# pc_sequencer_flat

**pc_sequencer_flat: clock wiring as the flow saved it**

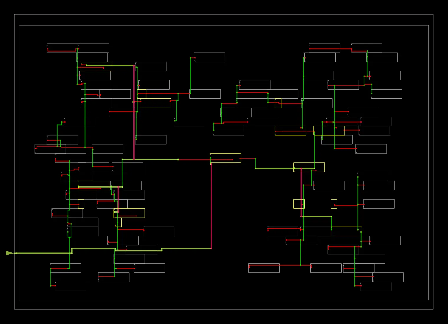

File: src/rtl/pc_sequencer_pkg.sv
// Shared encodings for the next-PC sequencer: program_counter selects, branch types,
// condition codes and sequencer states.
package pc_sequencer_pkg;

    localparam int unsigned CNT_W = 2;

    localparam logic [1:0] PS_HOLD = 2'b00;
    localparam logic [1:0] PS_INC  = 2'b01;
    localparam logic [1:0] PS_LOAD = 2'b10;
    localparam logic [1:0] PS_ADD  = 2'b11;

    localparam logic [2:0] BR_NONE  = 3'd0;
    localparam logic [2:0] BR_B     = 3'd1;
    localparam logic [2:0] BR_CBZ   = 3'd2;
    localparam logic [2:0] BR_CBNZ  = 3'd3;
    localparam logic [2:0] BR_BCOND = 3'd4;
    localparam logic [2:0] BR_BR    = 3'd5;

    localparam logic [3:0] COND_EQ = 4'd0;
    localparam logic [3:0] COND_NE = 4'd1;
    localparam logic [3:0] COND_HS = 4'd2;
    localparam logic [3:0] COND_LO = 4'd3;
    localparam logic [3:0] COND_MI = 4'd4;
    localparam logic [3:0] COND_PL = 4'd5;
    localparam logic [3:0] COND_VS = 4'd6;
    localparam logic [3:0] COND_VC = 4'd7;
    localparam logic [3:0] COND_HI = 4'd8;
    localparam logic [3:0] COND_LS = 4'd9;
    localparam logic [3:0] COND_GE = 4'd10;
    localparam logic [3:0] COND_LT = 4'd11;
    localparam logic [3:0] COND_GT = 4'd12;
    localparam logic [3:0] COND_LE = 4'd13;
    localparam logic [3:0] COND_AL = 4'd14;
    localparam logic [3:0] COND_NV = 4'd15;

    typedef enum logic [2:0] {
        ST_INIT,
        ST_RUN,
        ST_WAIT,
        ST_FLUSH,
        ST_HALT
    } seq_state_e;

endpackage

File: src/rtl/pc_sequencer_if.sv
// Decode/flag inputs and program_counter control outputs of the next-PC sequencer.
interface pc_sequencer_if #(parameter int unsigned PC_WIDTH = 64);
    logic                instr_valid;
    logic [2:0]          br_type;
    logic [3:0]          cond;
    logic [3:0]          nzcv;
    logic                reg_zero;
    logic [PC_WIDTH-1:0] br_offset;
    logic [PC_WIDTH-1:0] br_target;
    logic                imem_ready;
    logic                halt_req;
    logic [1:0]          ps;
    logic [PC_WIDTH-1:0] pc_in;
    logic                flush;
    logic                halted;

    modport master (
        output instr_valid, br_type, cond, nzcv, reg_zero, br_offset, br_target,
               imem_ready, halt_req,
        input  ps, pc_in, flush, halted
    );

    modport slave (
        input  instr_valid, br_type, cond, nzcv, reg_zero, br_offset, br_target,
               imem_ready, halt_req,
        output ps, pc_in, flush, halted
    );
endinterface

File: src/rtl/pc_sequencer_cond_eval.sv
// Combinational condition-code evaluator: {cond, nzcv} -> condition passes.
module pc_sequencer_cond_eval
    import pc_sequencer_pkg::*;
(
    input  logic [3:0] i_cond,
    input  logic [3:0] i_nzcv,
    output logic       o_pass_c
);
    logic w_n, w_z, w_c, w_v;

    assign {w_n, w_z, w_c, w_v} = i_nzcv;

    always_comb begin
        o_pass_c = 1'b1;
        case (i_cond)
            COND_EQ:          o_pass_c = w_z;
            COND_NE:          o_pass_c = ~w_z;
            COND_HS:          o_pass_c = w_c;
            COND_LO:          o_pass_c = ~w_c;
            COND_MI:          o_pass_c = w_n;
            COND_PL:          o_pass_c = ~w_n;
            COND_VS:          o_pass_c = w_v;
            COND_VC:          o_pass_c = ~w_v;
            COND_HI:          o_pass_c = w_c & ~w_z;
            COND_LS:          o_pass_c = ~(w_c & ~w_z);
            COND_GE:          o_pass_c = (w_n == w_v);
            COND_LT:          o_pass_c = (w_n != w_v);
            COND_GT:          o_pass_c = ~w_z & (w_n == w_v);
            COND_LE:          o_pass_c = ~(~w_z & (w_n == w_v));
            COND_AL, COND_NV: o_pass_c = 1'b1;
        endcase
    end
endmodule

File: src/rtl/pc_sequencer.sv
// Next-PC sequencer: chooses program_counter select/operand, handles fetch stalls, flush, halt.
// Optional PC_SEQ_STATS_EN adds o_taken_count (saturating count of taken branches issued).
module pc_sequencer
    import pc_sequencer_pkg::*;
#(
    parameter int unsigned PC_WIDTH     = 64,
    parameter int unsigned FLUSH_CYCLES = 1
) (
    input  logic          i_clock,
    input  logic          i_reset,
    pc_sequencer_if.slave bus
`ifdef PC_SEQ_STATS_EN
    ,
    output logic [31:0]   o_taken_count
`endif
);
    localparam logic [CNT_W-1:0] FLUSH_INIT = CNT_W'(FLUSH_CYCLES);

    seq_state_e          r_state;
    logic [1:0]          r_ps;
    logic [PC_WIDTH-1:0] r_pc_in;
    logic                r_flush;
    logic                r_halted;
    logic [CNT_W-1:0]    r_cnt;

    logic w_cond_pass;
    logic w_take_rel;
    logic w_take_abs;
    logic w_issue;

    pc_sequencer_cond_eval u_cond_eval (
        .i_cond   (bus.cond),
        .i_nzcv   (bus.nzcv),
        .o_pass_c (w_cond_pass)
    );

    // Branch resolution: relative (pc+offset) vs absolute (load target)
    always_comb begin
        w_take_rel = 1'b0;
        w_take_abs = 1'b0;
        if (bus.instr_valid) begin
            case (bus.br_type)
                BR_NONE:  ;
                BR_B:     w_take_rel = 1'b1;
                BR_CBZ:   w_take_rel = bus.reg_zero;
                BR_CBNZ:  w_take_rel = ~bus.reg_zero;
                BR_BCOND: w_take_rel = w_cond_pass;
                BR_BR:    w_take_abs = 1'b1;
                default:  ;
            endcase
        end
    end

    assign w_issue = ((r_state == ST_RUN) || (r_state == ST_WAIT)) && !bus.halt_req
                     && bus.imem_ready && (w_take_rel || w_take_abs);

    always_ff @(posedge i_clock or posedge i_reset) begin
        if (i_reset) begin
            r_state  <= ST_INIT;
            r_ps     <= PS_HOLD;
            r_pc_in  <= '0;
            r_flush  <= 1'b0;
            r_halted <= 1'b0;
            r_cnt    <= '0;
        end else begin
            r_ps    <= PS_HOLD;
            r_pc_in <= '0;
            r_flush <= 1'b0;
            case (r_state)
                ST_INIT: r_state <= ST_RUN;
                // WAIT re-evaluates exactly like RUN once the fetch side is ready
                ST_RUN, ST_WAIT: begin
                    if (bus.halt_req) begin
                        r_state  <= ST_HALT;
                        r_halted <= 1'b1;
                    end else if (!bus.imem_ready) begin
                        r_state <= ST_WAIT;
                    end else if (w_issue) begin
                        r_ps    <= w_take_abs ? PS_LOAD : PS_ADD;
                        r_pc_in <= w_take_abs ? bus.br_target : bus.br_offset;
                        r_cnt   <= FLUSH_INIT;
                        r_state <= ST_FLUSH;
                    end else begin
                        r_ps    <= PS_INC;
                        r_state <= ST_RUN;
                    end
                end
                ST_FLUSH: begin
                    if (bus.halt_req) begin
                        r_state  <= ST_HALT;
                        r_halted <= 1'b1;
                    end else begin
                        r_flush <= 1'b1;
                        if (bus.imem_ready) begin
                            r_ps  <= PS_INC;
                            r_cnt <= r_cnt - 1'b1;
                            if (r_cnt == CNT_W'(1)) r_state <= ST_RUN;
                        end
                    end
                end
                ST_HALT: r_halted <= 1'b1;
                default: r_state <= ST_INIT;
            endcase
        end
    end

    assign bus.ps     = r_ps;
    assign bus.pc_in  = r_pc_in;
    assign bus.flush  = r_flush;
    assign bus.halted = r_halted;

`ifdef PC_SEQ_STATS_EN
    logic [31:0] r_taken_count;

    always_ff @(posedge i_clock or posedge i_reset) begin
        if (i_reset) begin
            r_taken_count <= '0;
        end else if (w_issue && (r_taken_count != 32'hFFFF_FFFF)) begin
            r_taken_count <= r_taken_count + 32'd1;
        end
    end

    assign o_taken_count = r_taken_count;
`endif
endmodule

File: src/flat_wrapper.sv
// flat-port wrapper written by rule: the top's interface ports become plain ports
module pc_sequencer_flat import pc_sequencer_pkg::*;
#(
    parameter int unsigned PC_WIDTH     = 64,
    parameter int unsigned FLUSH_CYCLES = 1
)
  (i_clock, i_reset, bus_instr_valid, bus_br_type, bus_cond, bus_nzcv, bus_reg_zero, bus_br_offset, bus_br_target, bus_imem_ready, bus_halt_req, bus_ps, bus_pc_in, bus_flush, bus_halted);
  pc_sequencer_if #(.PC_WIDTH(PC_WIDTH)) bus_i ();
  input  logic i_clock;
  input  logic i_reset;
  input wire logic [$bits(bus_i.instr_valid)-1:0] bus_instr_valid;
  input wire logic [$bits(bus_i.br_type)-1:0] bus_br_type;
  input wire logic [$bits(bus_i.cond)-1:0] bus_cond;
  input wire logic [$bits(bus_i.nzcv)-1:0] bus_nzcv;
  input wire logic [$bits(bus_i.reg_zero)-1:0] bus_reg_zero;
  input wire logic [$bits(bus_i.br_offset)-1:0] bus_br_offset;
  input wire logic [$bits(bus_i.br_target)-1:0] bus_br_target;
  input wire logic [$bits(bus_i.imem_ready)-1:0] bus_imem_ready;
  input wire logic [$bits(bus_i.halt_req)-1:0] bus_halt_req;
  output wire logic [$bits(bus_i.ps)-1:0] bus_ps;
  output wire logic [$bits(bus_i.pc_in)-1:0] bus_pc_in;
  output wire logic [$bits(bus_i.flush)-1:0] bus_flush;
  output wire logic [$bits(bus_i.halted)-1:0] bus_halted;
  assign bus_i.instr_valid = bus_instr_valid;
  assign bus_i.br_type = bus_br_type;
  assign bus_i.cond = bus_cond;
  assign bus_i.nzcv = bus_nzcv;
  assign bus_i.reg_zero = bus_reg_zero;
  assign bus_i.br_offset = bus_br_offset;
  assign bus_i.br_target = bus_br_target;
  assign bus_i.imem_ready = bus_imem_ready;
  assign bus_i.halt_req = bus_halt_req;
  assign bus_ps = bus_i.ps;
  assign bus_pc_in = bus_i.pc_in;
  assign bus_flush = bus_i.flush;
  assign bus_halted = bus_i.halted;
  pc_sequencer #(.PC_WIDTH(PC_WIDTH), .FLUSH_CYCLES(FLUSH_CYCLES)) u_core (.i_clock(i_clock), .i_reset(i_reset), .bus(bus_i));
endmodule
File: config.mk
export PLATFORM = sky130hd
export DESIGN_NAME = pc_sequencer_flat
export DESIGN_NICKNAME = d
export VERILOG_FILES = /design/src/rtl/pc_sequencer_pkg.sv /design/src/rtl/pc_sequencer_if.sv /design/src/rtl/pc_sequencer_cond_eval.sv /design/src/rtl/pc_sequencer.sv /design/src/flat_wrapper.sv
export SDC_FILE = /design/constraint.sdc
export NUM_CORES = 1
export LEC_CHECK = 0
export CAP_MARGIN = 20
export CORE_ASPECT_RATIO = 0.7
export CORE_UTILIZATION = 35
export DETAILED_ROUTE_END_ITERATION = 16
export GPL_ROUTABILITY_DRIVEN = 0
export MAX_ROUTING_LAYER = met4
export PLACE_DENSITY_LB_ADDON = 0.3
export SLEW_MARGIN = 10
export SYNTH_ARGS = -nofsm -noshare
export SYNTH_HDL_FRONTEND = slang
export SYNTH_SLANG_ARGS = --single-unit
export TNS_END_PERCENT = 10
File: constraint.sdc
create_clock -name i_clock -period 2.2 [get_ports i_clock]
set_input_delay 0.44 -clock i_clock [delete_from_list [all_inputs] [get_ports i_clock]]
set_output_delay 0.44 -clock i_clock [all_outputs]
set_load 0.01 [all_outputs]
# mac_operand_feeder

## config.mk

```make
export PLATFORM = sky130hd
export DESIGN_NAME = mac_operand_feeder
export DESIGN_NICKNAME = d
export VERILOG_FILES = /design/src/rtl/mac_operand_feeder.sv
export SDC_FILE = /design/constraint.sdc
export NUM_CORES = 1
export LEC_CHECK = 0
export ABC_AREA = 0
export CORE_MARGIN = 1
export CORE_UTILIZATION = 40
export DETAILED_ROUTE_END_ITERATION = 7
export GPL_ROUTABILITY_DRIVEN = 0
export HOLD_SLACK_MARGIN = 0.12
export PLACE_DENSITY_LB_ADDON = 0.05
export RECOVER_POWER = 50
export SLEW_MARGIN = 20
export SYNTH_ARGS = -nofsm -noshare
export SYNTH_HDL_FRONTEND = slang
export SYNTH_SLANG_ARGS = --single-unit
```

## constraint.sdc

```tcl
create_clock -name clk -period 4.1 [get_ports clk]
set_clock_uncertainty 0.05 [all_clocks]
set_input_delay 0.41 -clock clk [delete_from_list [all_inputs] [get_ports clk]]
set_output_delay 0.41 -clock clk [all_outputs]
set_load 0.1 [all_outputs]
```

## src/rtl/mac_operand_feeder.sv

```systemverilog
// mac_operand_feeder: buffers operand pairs in a FIFO and issues them one at a time to a MAC
//   clk, rst (async, active-low)
//   in_valid/in_a/in_b/in_ready : producer side, pair accepted on in_valid && in_ready
//   start/len/abort             : vector command (len pairs), abort returns to IDLE
//   A/B/go, mac_done            : MAC side, one go per pair, next pair only after mac_done
//   busy, vec_done, issued, level : status
module mac_operand_feeder #(
  parameter int DW = 4,
  parameter int DEPTH = 8,
  localparam int AW = $clog2(DEPTH)
) (
  input  logic          clk,
  input  logic          rst,
  input  logic          in_valid,
  input  logic [DW-1:0] in_a,
  input  logic [DW-1:0] in_b,
  output logic          in_ready,
  input  logic          start,
  input  logic [3:0]    len,
  input  logic          abort,
  output logic [DW-1:0] A,
  output logic [DW-1:0] B,
  output logic          go,
  input  logic          mac_done,
  output logic          busy,
  output logic          vec_done,
  output logic [3:0]    issued,
  output logic [AW:0]   level
);
  typedef enum logic [2:0] {IDLE, LOAD, ISSUE, WAIT, FINISH} state_t;
  state_t state, nxt;
  logic [2*DW-1:0] mem [DEPTH];
  logic [AW:0] wp, rp;
  logic [3:0] len_l;
  logic full, empty, push, pop;
  // pointers carry one extra wrap bit: equal means empty, differing only in the MSB means full
  assign full = (wp ^ rp) == {1'b1, {AW{1'b0}}};
  assign empty = wp == rp;
  assign in_ready = !full;
  assign busy = state != IDLE;
  assign push = in_valid && !full;
  // an abort in LOAD leaves the head pair queued
  assign pop = state == LOAD && !empty && !abort;
  always_comb begin
    nxt = state;
    case (state)
      IDLE:    nxt = start ? (len == 4'd0 ? FINISH : LOAD) : IDLE;
      LOAD:    nxt = empty ? LOAD : ISSUE;
      ISSUE:   nxt = WAIT;
      WAIT:    nxt = mac_done ? (issued == len_l ? FINISH : LOAD) : WAIT;
      default: nxt = IDLE;
    endcase
    if (abort) nxt = IDLE;
  end
  always_ff @(posedge clk) begin
    if (push) mem[wp[AW-1:0]] <= {in_a, in_b};
  end
  always_ff @(posedge clk or negedge rst) begin
    if (!rst) begin
      state <= IDLE;
      wp <= '0;
      rp <= '0;
      level <= '0;
      A <= '0;
      B <= '0;
      go <= 1'b0;
      vec_done <= 1'b0;
      issued <= '0;
      len_l <= '0;
    end else begin
      state <= nxt;
      // go and vec_done are registered copies of the state being entered
      go <= nxt == ISSUE;
      vec_done <= nxt == FINISH;
      level <= level + (AW+1)'(push) - (AW+1)'(pop);
      if (push) wp <= wp + 1'b1;
      if (pop) begin
        {A, B} <= mem[rp[AW-1:0]];
        rp <= rp + 1'b1;
      end
      if (state == IDLE && start && !abort) begin
        len_l <= len;
        issued <= '0;
      end
      if (state == ISSUE) issued <= issued + 4'd1;
    end
  end
endmodule

```

# trap_controller_flat

`config.mk`:
```
export PLATFORM = sky130hd
export DESIGN_NAME = trap_controller_flat
export DESIGN_NICKNAME = d
export VERILOG_FILES = /design/src/rtl/trap_pkg.sv /design/src/rtl/trap_controller_if.sv /design/src/rtl/flopre_init.sv /design/src/rtl/trap_cause_arbiter.sv /design/src/rtl/trap_controller.sv /design/src/flat_wrapper.sv
export SDC_FILE = /design/constraint.sdc
export NUM_CORES = 1
export LEC_CHECK = 0
export CORE_ASPECT_RATIO = 1.25
export CORE_MARGIN = 2
export CORE_UTILIZATION = 40
export CTS_CLUSTER_DIAMETER = 60
export DETAILED_ROUTE_END_ITERATION = 6
export GPL_TIMING_DRIVEN = 0
export PLACE_DENSITY = 0.66
export SLEW_MARGIN = 20
export SYNTH_ARGS = -nofsm -noshare
export SYNTH_HDL_FRONTEND = slang
export SYNTH_SLANG_ARGS = --single-unit
```
`constraint.sdc`:
```
create_clock -name clk -period 4.05 [get_ports clk]
set_input_delay 0.405 -clock clk [delete_from_list [all_inputs] [get_ports clk]]
set_output_delay 0.405 -clock clk [all_outputs]
set_load 0.01 [all_outputs]
```
`src/rtl/trap_pkg.sv`:
```
// Shared types and constants for the commit-stage trap sequencer.
package trap_pkg;

  typedef enum logic [1:0] {StIdle, StTrap, StRet, StRedirect} trap_state_e;

  localparam logic [11:0] CsrMtvec  = 12'h305;
  localparam logic [11:0] CsrMepc   = 12'h341;
  localparam logic [11:0] CsrMcause = 12'h342;
  localparam logic [11:0] CsrMtval  = 12'h343;

  localparam logic [3:0] ExcInstrMisaligned = 4'd0;
  localparam logic [3:0] ExcInstrFault      = 4'd1;
  localparam logic [3:0] ExcIllegal         = 4'd2;
  localparam logic [3:0] ExcBreakpoint      = 4'd3;
  localparam logic [3:0] ExcLoadMisaligned  = 4'd4;
  localparam logic [3:0] ExcLoadFault       = 4'd5;
  localparam logic [3:0] ExcStoreMisaligned = 4'd6;
  localparam logic [3:0] ExcStoreFault      = 4'd7;
  localparam logic [3:0] ExcEcallU          = 4'd8;
  localparam logic [3:0] ExcEcallS          = 4'd9;
  localparam logic [3:0] ExcEcallM          = 4'd11;
  localparam logic [3:0] ExcInstrPageFault  = 4'd12;
  localparam logic [3:0] ExcLoadPageFault   = 4'd13;
  localparam logic [3:0] ExcStorePageFault  = 4'd15;

  localparam logic [3:0] IntMsi = 4'd3;
  localparam logic [3:0] IntMti = 4'd7;
  localparam logic [3:0] IntMei = 4'd11;

  // Index 0 is the highest-priority exception code.
  localparam logic [3:0] ExcPrio [16] = '{
    ExcBreakpoint, ExcInstrPageFault, ExcInstrFault, ExcInstrMisaligned,
    ExcIllegal, ExcEcallU, ExcEcallS, ExcEcallM,
    ExcStoreMisaligned, ExcLoadMisaligned, ExcStorePageFault, ExcLoadPageFault,
    ExcStoreFault, ExcLoadFault, 4'd10, 4'd14
  };

  typedef struct packed {
    logic       valid;
    logic       is_int;
    logic [3:0] code;
  } trap_cause_t;

  function automatic logic [15:0] onehot16(input logic [3:0] code);
    return 16'(1) << code;
  endfunction

endpackage

```
`src/rtl/trap_controller_if.sv`:
```
// Commit, CSR and redirect signals between the commit stage and the trap sequencer.
interface trap_controller_if #(
  parameter int unsigned N = 64
);
  logic          commitValid;
  logic [N-1:0]  commitPC;
  logic [15:0]   excVector;
  logic [N-1:0]  excTval;
  logic          mretCommit;
  logic [2:0]    mip;
  logic [2:0]    mie;
  logic          mstatusMIE;
  logic          csrWe;
  logic [11:0]   csrAddr;
  logic [N-1:0]  csrWdata;
  logic          fetchReady;
  logic [15:0]   trapTrigger;
  logic          trapReturn;
  logic          flush;
  logic          pcRedirect;
  logic [N-1:0]  pcTarget;
  logic          stall;
  logic [N-1:0]  csrRdata;

  modport master (
    output commitValid, commitPC, excVector, excTval, mretCommit, mip, mie, mstatusMIE,
    output csrWe, csrAddr, csrWdata, fetchReady,
    input  trapTrigger, trapReturn, flush, pcRedirect, pcTarget, stall, csrRdata
  );

  modport slave (
    input  commitValid, commitPC, excVector, excTval, mretCommit, mip, mie, mstatusMIE,
    input  csrWe, csrAddr, csrWdata, fetchReady,
    output trapTrigger, trapReturn, flush, pcRedirect, pcTarget, stall, csrRdata
  );
endinterface

```
`src/rtl/flopre_init.sv`:
```
// Register with synchronous reset to a parameterised value and load enable.
module flopre_init #(
  parameter int unsigned      Width = 64,
  parameter logic [Width-1:0] Init  = '0
) (
  input  logic             clk,
  input  logic             reset,
  input  logic             en,
  input  logic [Width-1:0] d,
  output logic [Width-1:0] q
);
  always_ff @(posedge clk) begin
    if (reset) begin
      q <= Init;
    end else if (en) begin
      q <= d;
    end
  end
endmodule

```
`src/rtl/trap_cause_arbiter.sv`:
```
// Picks the single trap cause at commit: any exception beats any interrupt.
module trap_cause_arbiter
  import trap_pkg::*;
(
  input  logic [15:0] exc_vector,
  input  logic [2:0]  irq_pending,
  input  logic        global_ie,
  output trap_cause_t cause
);
  logic found;

  always_comb begin
    cause = '0;
    found = 1'b0;
    if (exc_vector != 16'h0) begin
      cause.valid = 1'b1;
      for (int i = 0; i < 16; i++) begin
        if (!found && exc_vector[ExcPrio[4'(i)]]) begin
          found      = 1'b1;
          cause.code = ExcPrio[4'(i)];
        end
      end
    end else if (global_ie && (irq_pending != 3'b000)) begin
      cause.valid  = 1'b1;
      cause.is_int = 1'b1;
      // irq_pending is {MEI, MTI, MSI}; MSI outranks MTI.
      if (irq_pending[2]) begin
        cause.code = IntMei;
      end else if (irq_pending[0]) begin
        cause.code = IntMsi;
      end else begin
        cause.code = IntMti;
      end
    end
  end
endmodule

```
`src/rtl/trap_controller.sv`:
```
// Commit-stage trap/MRET sequencer: emits cause pulses, owns the trap CSRs and redirects fetch.
module trap_controller
  import trap_pkg::*;
#(
  parameter int unsigned  N           = 64,
  parameter logic [N-1:0] MTVEC_RESET = '0
) (
  input logic              clk,
  input logic              reset,
  trap_controller_if.slave bus
);
  trap_state_e state_q;
  trap_cause_t cause;
  logic [15:0] trig_q;
  logic        ret_q, flush_q, redirect_q, is_int_q;
  logic [3:0]  code_q;
  logic [N-1:0] target_q, trap_target, base;
  logic [N-1:0] mtvec_q, mepc_q, mcause_q, mtval_q;
  logic [N-1:0] mepc_d, mcause_d, mtval_d;
  logic         mtvec_en, mepc_en, mcause_en, mtval_en;
  logic         take_trap, csr_wr;

  trap_cause_arbiter u_arbiter (
    .exc_vector (bus.excVector),
    .irq_pending(bus.mip & bus.mie),
    .global_ie  (bus.mstatusMIE),
    .cause      (cause)
  );

  assign take_trap = (state_q == StIdle) && bus.commitValid && cause.valid;
  assign csr_wr    = (state_q == StIdle) && bus.csrWe && !take_trap;

  always_comb begin
    mtvec_en  = csr_wr && (bus.csrAddr == CsrMtvec);
    mepc_en   = take_trap || (csr_wr && (bus.csrAddr == CsrMepc));
    mcause_en = take_trap || (csr_wr && (bus.csrAddr == CsrMcause));
    mtval_en  = take_trap || (csr_wr && (bus.csrAddr == CsrMtval));
    mepc_d    = take_trap ? {bus.commitPC[N-1:2], 2'b00} : {bus.csrWdata[N-1:2], 2'b00};
    mcause_d  = take_trap ? {cause.is_int, {(N-5){1'b0}}, cause.code} : bus.csrWdata;
    mtval_d   = bus.csrWdata;
    if (take_trap) begin
      mtval_d = cause.is_int ? '0 : bus.excTval;
    end
  end

  flopre_init #(.Width(N), .Init(MTVEC_RESET)) u_mtvec (
    .clk(clk), .reset(reset), .en(mtvec_en), .d(bus.csrWdata), .q(mtvec_q)
  );
  flopre_init #(.Width(N), .Init('0)) u_mepc (
    .clk(clk), .reset(reset), .en(mepc_en), .d(mepc_d), .q(mepc_q)
  );
  flopre_init #(.Width(N), .Init('0)) u_mcause (
    .clk(clk), .reset(reset), .en(mcause_en), .d(mcause_d), .q(mcause_q)
  );
  flopre_init #(.Width(N), .Init('0)) u_mtval (
    .clk(clk), .reset(reset), .en(mtval_en), .d(mtval_d), .q(mtval_q)
  );

  // Mode 2'b1x is stored as written but behaves as direct.
  assign base        = {mtvec_q[N-1:2], 2'b00};
  assign trap_target = ((mtvec_q[1:0] == 2'b01) && is_int_q) ?
                       base + {{(N-6){1'b0}}, code_q, 2'b00} : base;

  always_ff @(posedge clk) begin
    if (reset) begin
      state_q    <= StIdle;
      trig_q     <= '0;
      ret_q      <= 1'b0;
      flush_q    <= 1'b0;
      redirect_q <= 1'b0;
      target_q   <= '0;
      is_int_q   <= 1'b0;
      code_q     <= '0;
    end else begin
      trig_q  <= '0;
      ret_q   <= 1'b0;
      flush_q <= 1'b0;
      case (state_q)
        StIdle: begin
          if (take_trap) begin
            state_q  <= StTrap;
            trig_q   <= onehot16(cause.code);
            flush_q  <= 1'b1;
            is_int_q <= cause.is_int;
            code_q   <= cause.code;
          end else if (bus.commitValid && bus.mretCommit) begin
            state_q <= StRet;
            ret_q   <= 1'b1;
            flush_q <= 1'b1;
          end
        end
        StTrap: begin
          state_q    <= StRedirect;
          redirect_q <= 1'b1;
          target_q   <= trap_target;
        end
        StRet: begin
          state_q    <= StRedirect;
          redirect_q <= 1'b1;
          target_q   <= mepc_q;
        end
        StRedirect: begin
          if (bus.fetchReady) begin
            state_q    <= StIdle;
            redirect_q <= 1'b0;
          end
        end
        default: state_q <= StIdle;
      endcase
    end
  end

  assign bus.trapTrigger = trig_q;
  assign bus.trapReturn  = ret_q;
  assign bus.flush       = flush_q;
  assign bus.pcRedirect  = redirect_q;
  assign bus.pcTarget    = target_q;
  assign bus.stall       = (state_q != StIdle);

  always_comb begin
    case (bus.csrAddr)
      CsrMtvec:   bus.csrRdata = mtvec_q;
      CsrMepc:    bus.csrRdata = mepc_q;
      CsrMcause:  bus.csrRdata = mcause_q;
      CsrMtval:   bus.csrRdata = mtval_q;
      default:    bus.csrRdata = '0;
    endcase
  end
endmodule

```
`src/flat_wrapper.sv`:
```
// flat-port wrapper written by rule: the top's interface ports become plain ports
module trap_controller_flat import trap_pkg::*;
#(
  parameter int unsigned  N           = 64,
  parameter logic [N-1:0] MTVEC_RESET = '0
)
  (clk, reset, bus_commitValid, bus_commitPC, bus_excVector, bus_excTval, bus_mretCommit, bus_mip, bus_mie, bus_mstatusMIE, bus_csrWe, bus_csrAddr, bus_csrWdata, bus_fetchReady, bus_trapTrigger, bus_trapReturn, bus_flush, bus_pcRedirect, bus_pcTarget, bus_stall, bus_csrRdata);
  trap_controller_if #(.N(N)) bus_i ();
  input logic clk;
  input logic reset;
  input wire logic [$bits(bus_i.commitValid)-1:0] bus_commitValid;
  input wire logic [$bits(bus_i.commitPC)-1:0] bus_commitPC;
  input wire logic [$bits(bus_i.excVector)-1:0] bus_excVector;
  input wire logic [$bits(bus_i.excTval)-1:0] bus_excTval;
  input wire logic [$bits(bus_i.mretCommit)-1:0] bus_mretCommit;
  input wire logic [$bits(bus_i.mip)-1:0] bus_mip;
  input wire logic [$bits(bus_i.mie)-1:0] bus_mie;
  input wire logic [$bits(bus_i.mstatusMIE)-1:0] bus_mstatusMIE;
  input wire logic [$bits(bus_i.csrWe)-1:0] bus_csrWe;
  input wire logic [$bits(bus_i.csrAddr)-1:0] bus_csrAddr;
  input wire logic [$bits(bus_i.csrWdata)-1:0] bus_csrWdata;
  input wire logic [$bits(bus_i.fetchReady)-1:0] bus_fetchReady;
  output wire logic [$bits(bus_i.trapTrigger)-1:0] bus_trapTrigger;
  output wire logic [$bits(bus_i.trapReturn)-1:0] bus_trapReturn;
  output wire logic [$bits(bus_i.flush)-1:0] bus_flush;
  output wire logic [$bits(bus_i.pcRedirect)-1:0] bus_pcRedirect;
  output wire logic [$bits(bus_i.pcTarget)-1:0] bus_pcTarget;
  output wire logic [$bits(bus_i.stall)-1:0] bus_stall;
  output wire logic [$bits(bus_i.csrRdata)-1:0] bus_csrRdata;
  assign bus_i.commitValid = bus_commitValid;
  assign bus_i.commitPC = bus_commitPC;
  assign bus_i.excVector = bus_excVector;
  assign bus_i.excTval = bus_excTval;
  assign bus_i.mretCommit = bus_mretCommit;
  assign bus_i.mip = bus_mip;
  assign bus_i.mie = bus_mie;
  assign bus_i.mstatusMIE = bus_mstatusMIE;
  assign bus_i.csrWe = bus_csrWe;
  assign bus_i.csrAddr = bus_csrAddr;
  assign bus_i.csrWdata = bus_csrWdata;
  assign bus_i.fetchReady = bus_fetchReady;
  assign bus_trapTrigger = bus_i.trapTrigger;
  assign bus_trapReturn = bus_i.trapReturn;
  assign bus_flush = bus_i.flush;
  assign bus_pcRedirect = bus_i.pcRedirect;
  assign bus_pcTarget = bus_i.pcTarget;
  assign bus_stall = bus_i.stall;
  assign bus_csrRdata = bus_i.csrRdata;
  trap_controller #(.N(N), .MTVEC_RESET(MTVEC_RESET)) u_core (.clk(clk), .reset(reset), .bus(bus_i));
endmodule
```
# if_stage

<file path="config.mk">
export PLATFORM = sky130hd
export DESIGN_NAME = if_stage
export DESIGN_NICKNAME = d
export VERILOG_FILES = /design/src/rtl/if_stage_pkg.sv /design/src/rtl/if_id_reg.sv /design/src/rtl/if_stage.sv
export SDC_FILE = /design/constraint.sdc
export NUM_CORES = 1
export LEC_CHECK = 0
export ABC_CLOCK_PERIOD_IN_PS = 3100
export CAP_MARGIN = 5
export CORE_MARGIN = 1.5
export CORE_UTILIZATION = 37
export DETAILED_ROUTE_END_ITERATION = 10
export SLEW_MARGIN = 20
export SYNTH_ARGS = -nofsm -noshare
export SYNTH_HDL_FRONTEND = slang
export SYNTH_HIERARCHICAL = 1
export SYNTH_SLANG_ARGS = --single-unit
</file>
<file path="constraint.sdc">
create_clock -name clk -period 3.1 [get_ports clk]
set_input_delay 0.62 -clock clk [delete_from_list [all_inputs] [get_ports clk]]
set_output_delay 0.62 -clock clk [all_outputs]
set_load 0.1 [all_outputs]
</file>
<file path="src/rtl/if_stage_pkg.sv">
// Shared definitions for the fetch stage and the pipeline registers built on it:
// opcode constants, the bubble word and the fetch-state encoding.
package if_stage_pkg;

    localparam logic [5:0]  OP_RTYPE = 6'b000000;
    localparam logic [5:0]  OP_LW    = 6'b100011;
    localparam logic [5:0]  OP_SW    = 6'b101011;
    localparam logic [5:0]  OP_BEQ   = 6'b000100;
    localparam logic [5:0]  OP_HALT  = 6'b111111;

    // All-zero word decodes as an R-type write to r0, so it is a safe bubble.
    localparam logic [31:0] NOP_WORD = 32'h0000_0000;

    typedef enum logic [1:0] {
        ST_BOOT = 2'b00,
        ST_RUN  = 2'b01,
        ST_HALT = 2'b10
    } fetch_state_t;

endpackage

</file>
<file path="src/rtl/if_id_reg.sv">
// IF/ID pipeline register: flush inserts a bubble, load captures a new entry,
// otherwise the entry holds. Flush wins over load.
module if_id_reg
    import if_stage_pkg::*;
(
    input  logic        clk,
    input  logic        reset,
    input  logic        load,
    input  logic        flush,
    input  logic [31:0] next_instr,
    input  logic [31:0] next_pc,
    output logic [31:0] instruction,
    output logic [31:0] entry_pc,
    output logic        valid
);

    always_ff @(posedge clk or negedge reset) begin
        if (!reset) begin
            instruction <= NOP_WORD;
            entry_pc    <= 32'h0;
            valid       <= 1'b0;
        end else if (flush) begin
            instruction <= NOP_WORD;
            entry_pc    <= 32'h0;
            valid       <= 1'b0;
        end else if (load) begin
            instruction <= next_instr;
            entry_pc    <= next_pc;
            valid       <= 1'b1;
        end
    end

endmodule

</file>
<file path="src/rtl/if_stage.sv">
// Instruction-fetch stage: owns the PC, the fetch FSM and the IF/ID register.
//   state   | meaning
//   ST_BOOT | one idle cycle after reset, nothing loaded
//   ST_RUN  | fetching; stall > branch flush > normal fetch
//   ST_HALT | halt opcode fetched; pc frozen, IF/ID fed bubbles
module if_stage
    import if_stage_pkg::*;
#(
    parameter logic [31:0] RESET_PC    = 32'h0000_0000,
    parameter int          IMEM_AW     = 10,
    parameter logic [5:0]  HALT_OPCODE = OP_HALT
) (
    input  logic               clk,
    input  logic               reset,
    input  logic               stall,
    input  logic               beq_taken,
    input  logic [31:0]        beq_imm,
    output logic [IMEM_AW-1:0] imem_addr,
    input  logic [31:0]        imem_rdata,
    output logic [31:0]        instruction,
    output logic [31:0]        if_pc,
    output logic               if_valid,
    output logic [31:0]        pc,
    output logic               halted,
    output logic [31:0]        fetch_count
);

    fetch_state_t state, state_nxt;
    logic [31:0]  pc_nxt;
    logic [31:0]  count_nxt;
    logic [31:0]  br_sum;
    logic         ifid_load;
    logic         ifid_flush;
    logic         is_halt_word;

    // Branch offset is relative to the branch's own PC + 4, counted in words.
    assign br_sum       = if_pc + 32'd4 + (beq_imm << 2);
    assign is_halt_word = (imem_rdata[31:26] == HALT_OPCODE);
    assign imem_addr    = pc[IMEM_AW+1:2];
    assign halted       = (state == ST_HALT);

    always_ff @(posedge clk or negedge reset) begin
        if (!reset) begin
            state       <= ST_BOOT;
            pc          <= RESET_PC;
            fetch_count <= 32'h0;
        end else begin
            state       <= state_nxt;
            pc          <= pc_nxt;
            fetch_count <= count_nxt;
        end
    end

    always_comb begin
        state_nxt  = state;
        pc_nxt     = pc;
        count_nxt  = fetch_count;
        ifid_load  = 1'b0;
        ifid_flush = 1'b0;
        unique case (state)
            ST_BOOT: begin
                state_nxt = ST_RUN;
            end
            ST_RUN: begin
                if (!stall) begin
                    if (beq_taken) begin
                        pc_nxt     = br_sum & ~32'd3;
                        ifid_flush = 1'b1;
                    end else begin
                        ifid_load = 1'b1;
                        count_nxt = fetch_count + 32'd1;
                        if (is_halt_word) begin
                            state_nxt = ST_HALT;
                        end else begin
                            pc_nxt = pc + 32'd4;
                        end
                    end
                end
            end
            ST_HALT: begin
                ifid_flush = !stall;
            end
            default: begin
                state_nxt = ST_BOOT;
            end
        endcase
    end

    if_id_reg u_if_id (
        .clk         (clk),
        .reset       (reset),
        .load        (ifid_load),
        .flush       (ifid_flush),
        .next_instr  (imem_rdata),
        .next_pc     (pc),
        .instruction (instruction),
        .entry_pc    (if_pc),
        .valid       (if_valid)
    );

endmodule

</file>
**if_stage: met3 routing**

The bar under the picture is 50 microns long.
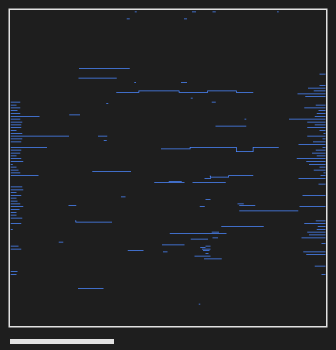
share of all routed wire: 4.5%
longest straight run: 28.1 microns
wire length on this layer: 1010 microns

==> flow_metrics.env, if_stage <==
# implementation run metrics
export IMPL_crit_slowest_cell="clkdlybuf4s50_1"
export IMPL_cts_setup_buffers=0
export IMPL_clk_pin_slew_ns=0.07
export IMPL_compound_area_share_pct=13.2
export IMPL_worst_r2r_setup_slack_ns=0.35
export IMPL_edf_count=0
export IMPL_mux_area_share_pct=9.45
export IMPL_synth_simple_area_share_pct=17.7
export IMPL_warnings=30
export IMPL_crit_family="adder cells"
export IMPL_ys_top_cells_by_count="dfrtp_1 (129), nor2_1 (108), mux2i_1 (71)"
export IMPL_startpoint="beq_imm[1]"
export IMPL_finalWeightedCongestion=0.863
export IMPL_seqCellArea_sq_mm=0.00323
export IMPL_cpPeakStageDelay_ns=0.41
export IMPL_path_max_fanout=4
export IMPL_insertion_delay_ns=0.43
export IMPL_status="finished clean"
export IMPL_die_h_microns=152
export IMPL_grt_pass1_vias=7214
export IMPL_cts_sinks=129
export IMPL_htreeDepth=4
export IMPL_diodes=0
export IMPL_fin_crit_ns=2.95
export IMPL_end_kind="register"
export IMPL_antenna_found_initial=0
==> if_stage: cells by family (layout without fill, tap and decap cells) <==
logic type               count (synthesis)  count (layout)
XOR/XNOR                                57              57
multiplexers                            77              77
adder cells (fa/ha/maj)                 63              63
AND/OR/NAND/NOR                        282             282
AND-OR/OR-AND                          167             167
flip-flops                             129             129
other                                    1               4
buffers and inverters                   61             324
==> if_stage: metal layers <==
metal	track usage, %	routed length, microns	vias up	part of all wire [%]
li1	-	-	3518	-
met1	26.4	10300	3397	46
met2	32.8	10700	174	48
met3	3.81	1010	30	4.5
met4	6.10	427	0	1.9
met5	0	0	-	0
==> if_stage: per-stage QoR <==
step | setup TNS (ns) | instances | area (sq um) | setup slack (ns)
after floorplan | 0 | 840 | 8250 | 0.000761
after global placement | -3.92 | 1351 | 10600 | -0.396
after detailed placement | -4.83 | 1351 | 10600 | -0.460
after CTS | 0 | 1383 | 11100 | 0.0797
after global routing | 0 | 1383 | 11100 | 0.00726
final | 0 | 1383 | 11100 | 0.146
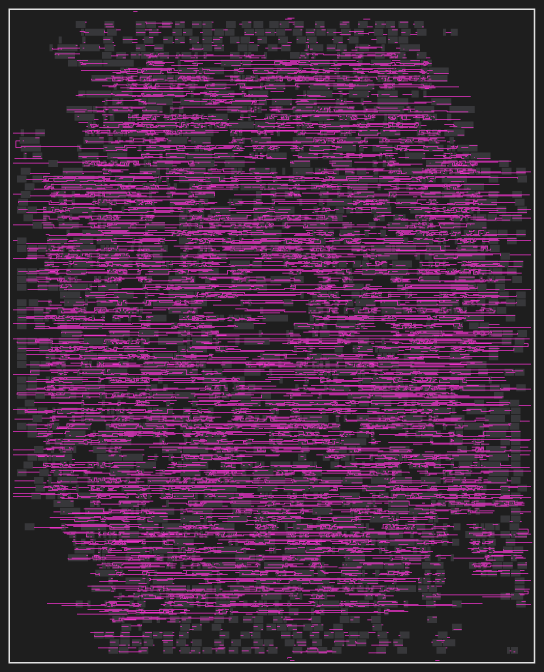
**Above:** trap_controller_flat (the metal 1 layer).
Cells faint in the background.
main direction: horizontal
longest straight run: 86.5 microns
nets with wire on the layer: 2530
wire length on this layer: 27.2 mm

==> flow_metrics.env, trap_controller_flat <==
# implementation run metrics
export IMPL_status="complete, but fails checks"
export IMPL_violations="design-rule violations"
export IMPL_dpl_instance_area_sq_mm=0.0208
export IMPL_max_slew_margin_rel_pct=24.0
export IMPL_fin_crit_ns=3.87
export IMPL_finalMaxSlewViolations=0
export IMPL_cp_required_ns=3.64
export IMPL_finalClockPeriodUsage_pct=95.6
export IMPL_grt_usage_pct=31.6
export IMPL_dp_slack_ns=-0.281
export IMPL_via_per_inst=5.79
export IMPL_synth_top_flop_cell="dfxtp_1"
export IMPL_drc=1
export IMPL_compound_area_share_pct=22.6
export IMPL_crit_slowest_cell="clkdlybuf4s50_1"
export IMPL_placed_cells=3030
export IMPL_yosysWarningCount=0
export IMPL_coreArea_sq_mm=0.0401
export IMPL_path_class="in -> out"
export IMPL_syn_cell_area_sq_mm=0.0163
export IMPL_timing_fmax_mhz=258
[trap_controller_flat: cells by family after synthesis]
family          count (synthesis)
compound gates                555
xor+xnor                       52
fa+ha+maj                       9
buf+inv                       197
flops                         342
mux                            12
other cells                     1
simple gates                  933
[trap_controller_flat: worst max-delay path: cells and delay by family]
family	cells	cell delay, ns
buf+inv	5	2.10
compound gates	1	0.18
simple gates	3	0.77
[trap_controller_flat: area by class of cell]
cell class / count / area [sq um]
Timing Repair Buffer: 375 / 3750
Tap cell: 546 / 683
Multi-Input combinational cell: 1570 / 8580
Inverter: 17 / 63.8
Clock buffer: 52 / 1100
Buffer: 180 / 828
Clock inverter: 16 / 248
Fill cell: 3788 / 18000
Sequential cell: 342 / 6850
[trap_controller_flat: routing by layer]
metal,share of wire (%),GRT usage (%),vias to the layer above
met5,0.023,0,-
met4,5.9,17.5,2
met3,8.3,5.18,195
met2,47,52.4,965
met1,39,38.8,8465
li1,-,-,8323
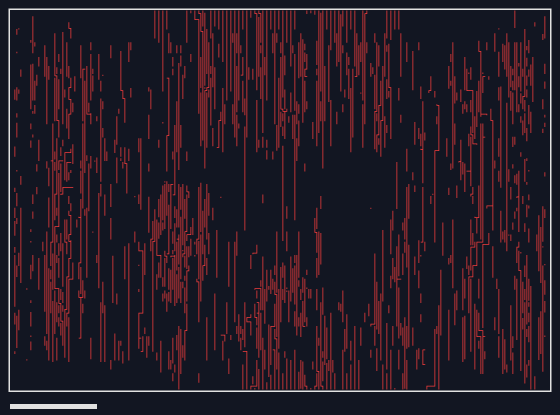
**Above:** pc_sequencer_flat (signal wires on met2).
The bar under the picture is 20 microns long.
longest straight run: 36.2 microns
share of all routed wire: 48%
wire length on this layer: 5640 microns
nets with wire on the layer: 622

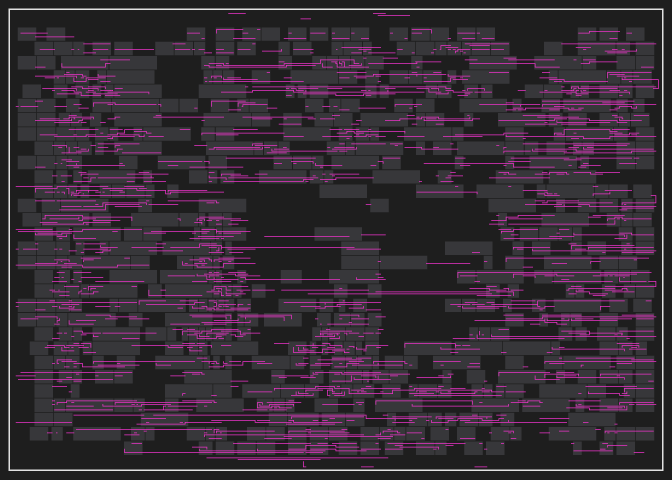
**Above:** pc_sequencer_flat (the metal 1 layer).
Cells faint in the background.
nets with wire on the layer: 608
longest straight run: 40.5 microns

Notes on 'clock wiring as the flow saved it' of pc_sequencer_flat above:
clock latency (worst-skew pair): 0.33 ns
final clock skew: 0.00506 ns
Seq cells: 73
clock buf count: 9

==> flow_metrics.env, pc_sequencer_flat <==
# implementation run metrics
export IMPL_cts_buffer_depth=2
export IMPL_cts_hold_buf=0
export IMPL_via_per_inst=5.15
export IMPL_critPathBufInv=3
export IMPL_status="finished clean"
export IMPL_ys_top_cells_by_count="dfrtp_1 (73), a21oi_1 (69), o211ai_1 (67)"
export IMPL_taps=128
export IMPL_fp_nets=524
export IMPL_worst_path_most_repeated_cell="buf_12"
export IMPL_yosys_area_share_xor_xnor_pct=0.957
export IMPL_rsz0062_at_grt="false"
export IMPL_synth_area_leader_cell="dfrtp_1"
export IMPL_worstHoldEndpoint="u_core.bus.halted$_DFFE_PP0P_"
export IMPL_largest_reg_flops=64
export IMPL_ys_cells=378
export IMPL_firstDrtPassIters=4
export IMPL_cap_violations=0
export IMPL_coreArea_sq_mm=0.00991
export IMPL_mostFrequentLayoutCells="clkdlybuf4s50_1 (210), dfrtp_1 (73), a21oi_1 (69)"
export IMPL_hp_start="u_core.bus.halted$_DFFE_PP0P_"
==> pc_sequencer_flat: worst max-delay path by stage <==
| stage | startpoint | to | slack (ns) | depth (start not counted) |
|---|---|---|---|---|
| after global routing | bus_nzcv[2] | u_core.bus.pc_in[7]$_DFF_PP0_ | 0.03 | 8 |
| after floorplan | bus_cond[0] | u_core.bus.pc_in[43]$_DFF_PP0_ | 0.25 | 8 |
| after global placement | bus_cond[0] | u_core.bus.pc_in[30]$_DFF_PP0_ | -0.25 | 7 |
| after detailed placement | bus_cond[0] | u_core.bus.pc_in[21]$_DFF_PP0_ | -0.32 | 7 |
| final | bus_nzcv[3] | u_core.bus.pc_in[7]$_DFF_PP0_ | 0.14 | 8 |
| after CTS | bus_cond[0] | u_core.bus.pc_in[46]$_DFF_PP0_ | 0.02 | 7 |
==> pc_sequencer_flat: layer usage <==
metal	GRT usage, %	wire length (microns)	vias to the layer above
met5	-	0	-
met4	5.04	93	0
met3	6.90	971	11
met2	36.4	5640	162
met1	26.3	5080	1759
li1	-	-	1780
==> pc_sequencer_flat: repair_timing <==
action                                  CTS  global route
resized                                   0             5
endpoints found under the hold margin     0             0
endpoints found under the setup margin    0            67
setup buffers                             0             1
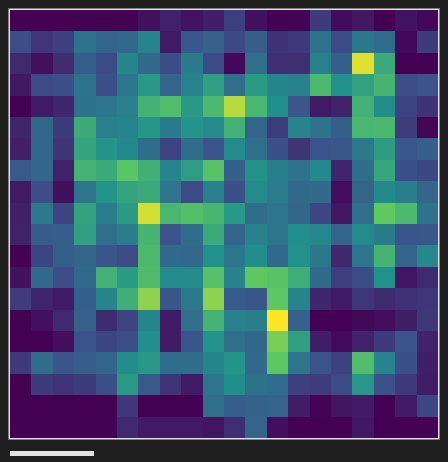
**Above:** mac_operand_feeder (routed metal per tile).
The bar under the picture is 20 microns long. 20 x 20 tiles, from dark purple (low) to yellow (high), scaled to the fullest tile. Values are wire area over tile area, all layers added.
nearly empty tiles: 10%
fullest tile: 0.36
densest ninth of the die: middle
mean over tiles: 0.11
emptiest ninth of the die: bottom right

==> flow_metrics.env, mac_operand_feeder <==
# implementation run metrics
export IMPL_n_all_inverters=10
export IMPL_crit_chain="xnor2_1, nand4b_1, clkbuf_1, nand2_2, inv_1, ha_1, inv_1, ha_1, a21o_1, a21oi_1, xnor2_1"
export IMPL_synthArstFlopShare_pct=34.0
export IMPL_finalMaxSlewViolations=34
export IMPL_finalClockPeriodUsage_pct=76.6
export IMPL_die_area_sq_mm=0.0104
export IMPL_met3_usage_pct=4.10
export IMPL_top_layer="met4"
export IMPL_mux_area_share_pct=12.7
export IMPL_violations="max-capacitance violations, max-slew violations"
export IMPL_wl_met3_microns=311
export IMPL_grt_pass1_vias=2130
export IMPL_ioPinCount=38
export IMPL_status="complete, but fails checks"
export IMPL_final_clk_cell_share_pct=3.63
export IMPL_synthCells=241
export IMPL_warnings=26
export IMPL_cap_violations=1
export IMPL_timing_fmax_mhz=318
export IMPL_cts_resized=0
export IMPL_path_class="reg -> reg"
export IMPL_port_buffers=37
export IMPL_yosysMostFrequentCell="edfxtp_1"
export IMPL_dpl_instance_area_sq_mm=0.00456
export IMPL_fin_ws_ns=0.959
mac_operand_feeder: cell usage in the layout (no fill, tap or decap), drive strengths merged, types with 10 or more instances in the layout:
cell type       n
a21oi          10
clkbuf         13
clkdlybuf4s50  26
dfrtp          33
dlygate4sd3    10
edfxtp         64
inv            11
mux4           16
nor2           10
xnor2          14
mac_operand_feeder: state kept, by name, indices dropped and copies added, names as in the netlist:
signal,flops
wp,4
go,1
state,3
level,4
B,4
mem,64
A,4
len_l,4
issued,4
rp,4
vec_done,1
mac_operand_feeder: final timing paths:
check	startpoint	endpoint	slack, ns	cells past startpoint
setup / recovery	rp[2]$_DFFE_PN0P_	level[3]$_DFF_PN0_	0.96	11
hold / removal	wp[3]$_DFFE_PN0P_	wp[3]$_DFFE_PN0P_	0.45	1
setup reg to reg	rp[2]$_DFFE_PN0P_	level[3]$_DFF_PN0_	0.96	11
hold reg to reg	wp[3]$_DFFE_PN0P_	wp[3]$_DFFE_PN0P_	0.45	1
max in group asynchronous	rst	rp[0]$_DFFE_PN0P_	1.97	2
min in group asynchronous	rst	B[2]$_DFFE_PN0P_	1.00	2


==> gallery <==
Clock wiring as the flow saved it.
panel A
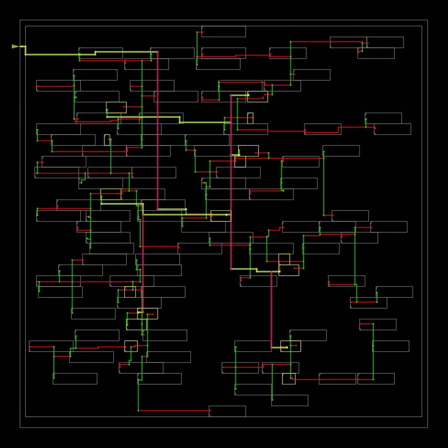
panel B
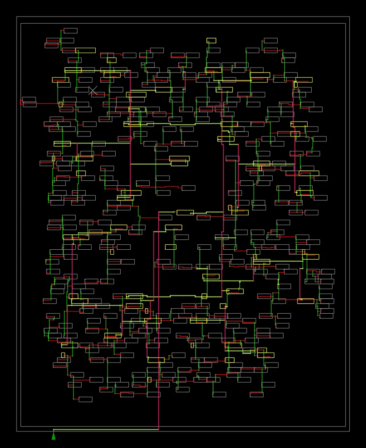
panel C
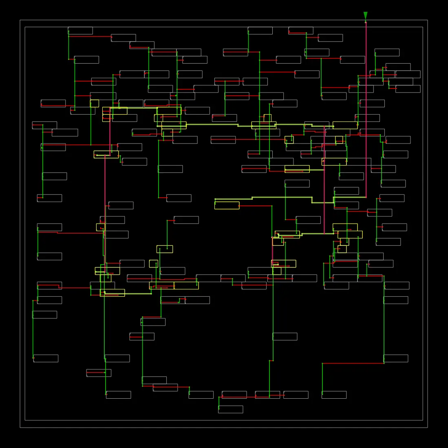
The one with the most clock buffers is panel B.
panel B -> trap_controller_flat
panel A -> mac_operand_feeder
panel C -> if_stage


==> screenshots <==
Met3 routing.
shot_01.png
The bar under the picture is 50 microns long.
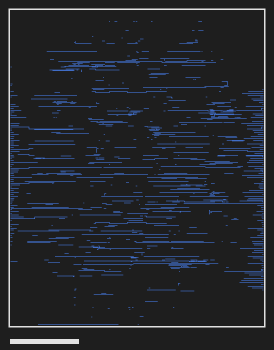
shot_02.png
The bar under the picture is 20 microns long.
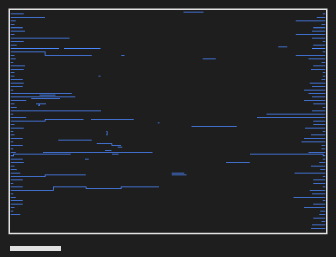
shot_03.png
The bar under the picture is 20 microns long.
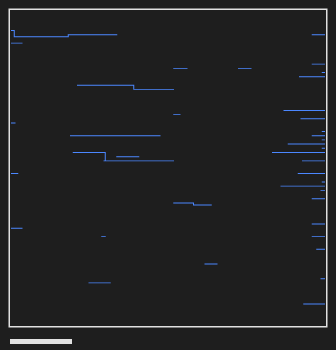
| from | picture |
|---|---|
| mac_operand_feeder | shot_03.png |
| trap_controller_flat | shot_01.png |
| pc_sequencer_flat | shot_02.png |

Key to shot_01.png:
longest straight run: 76.4 microns
wire length on this layer: 5730 microns
share of all routed wire: 8.3%

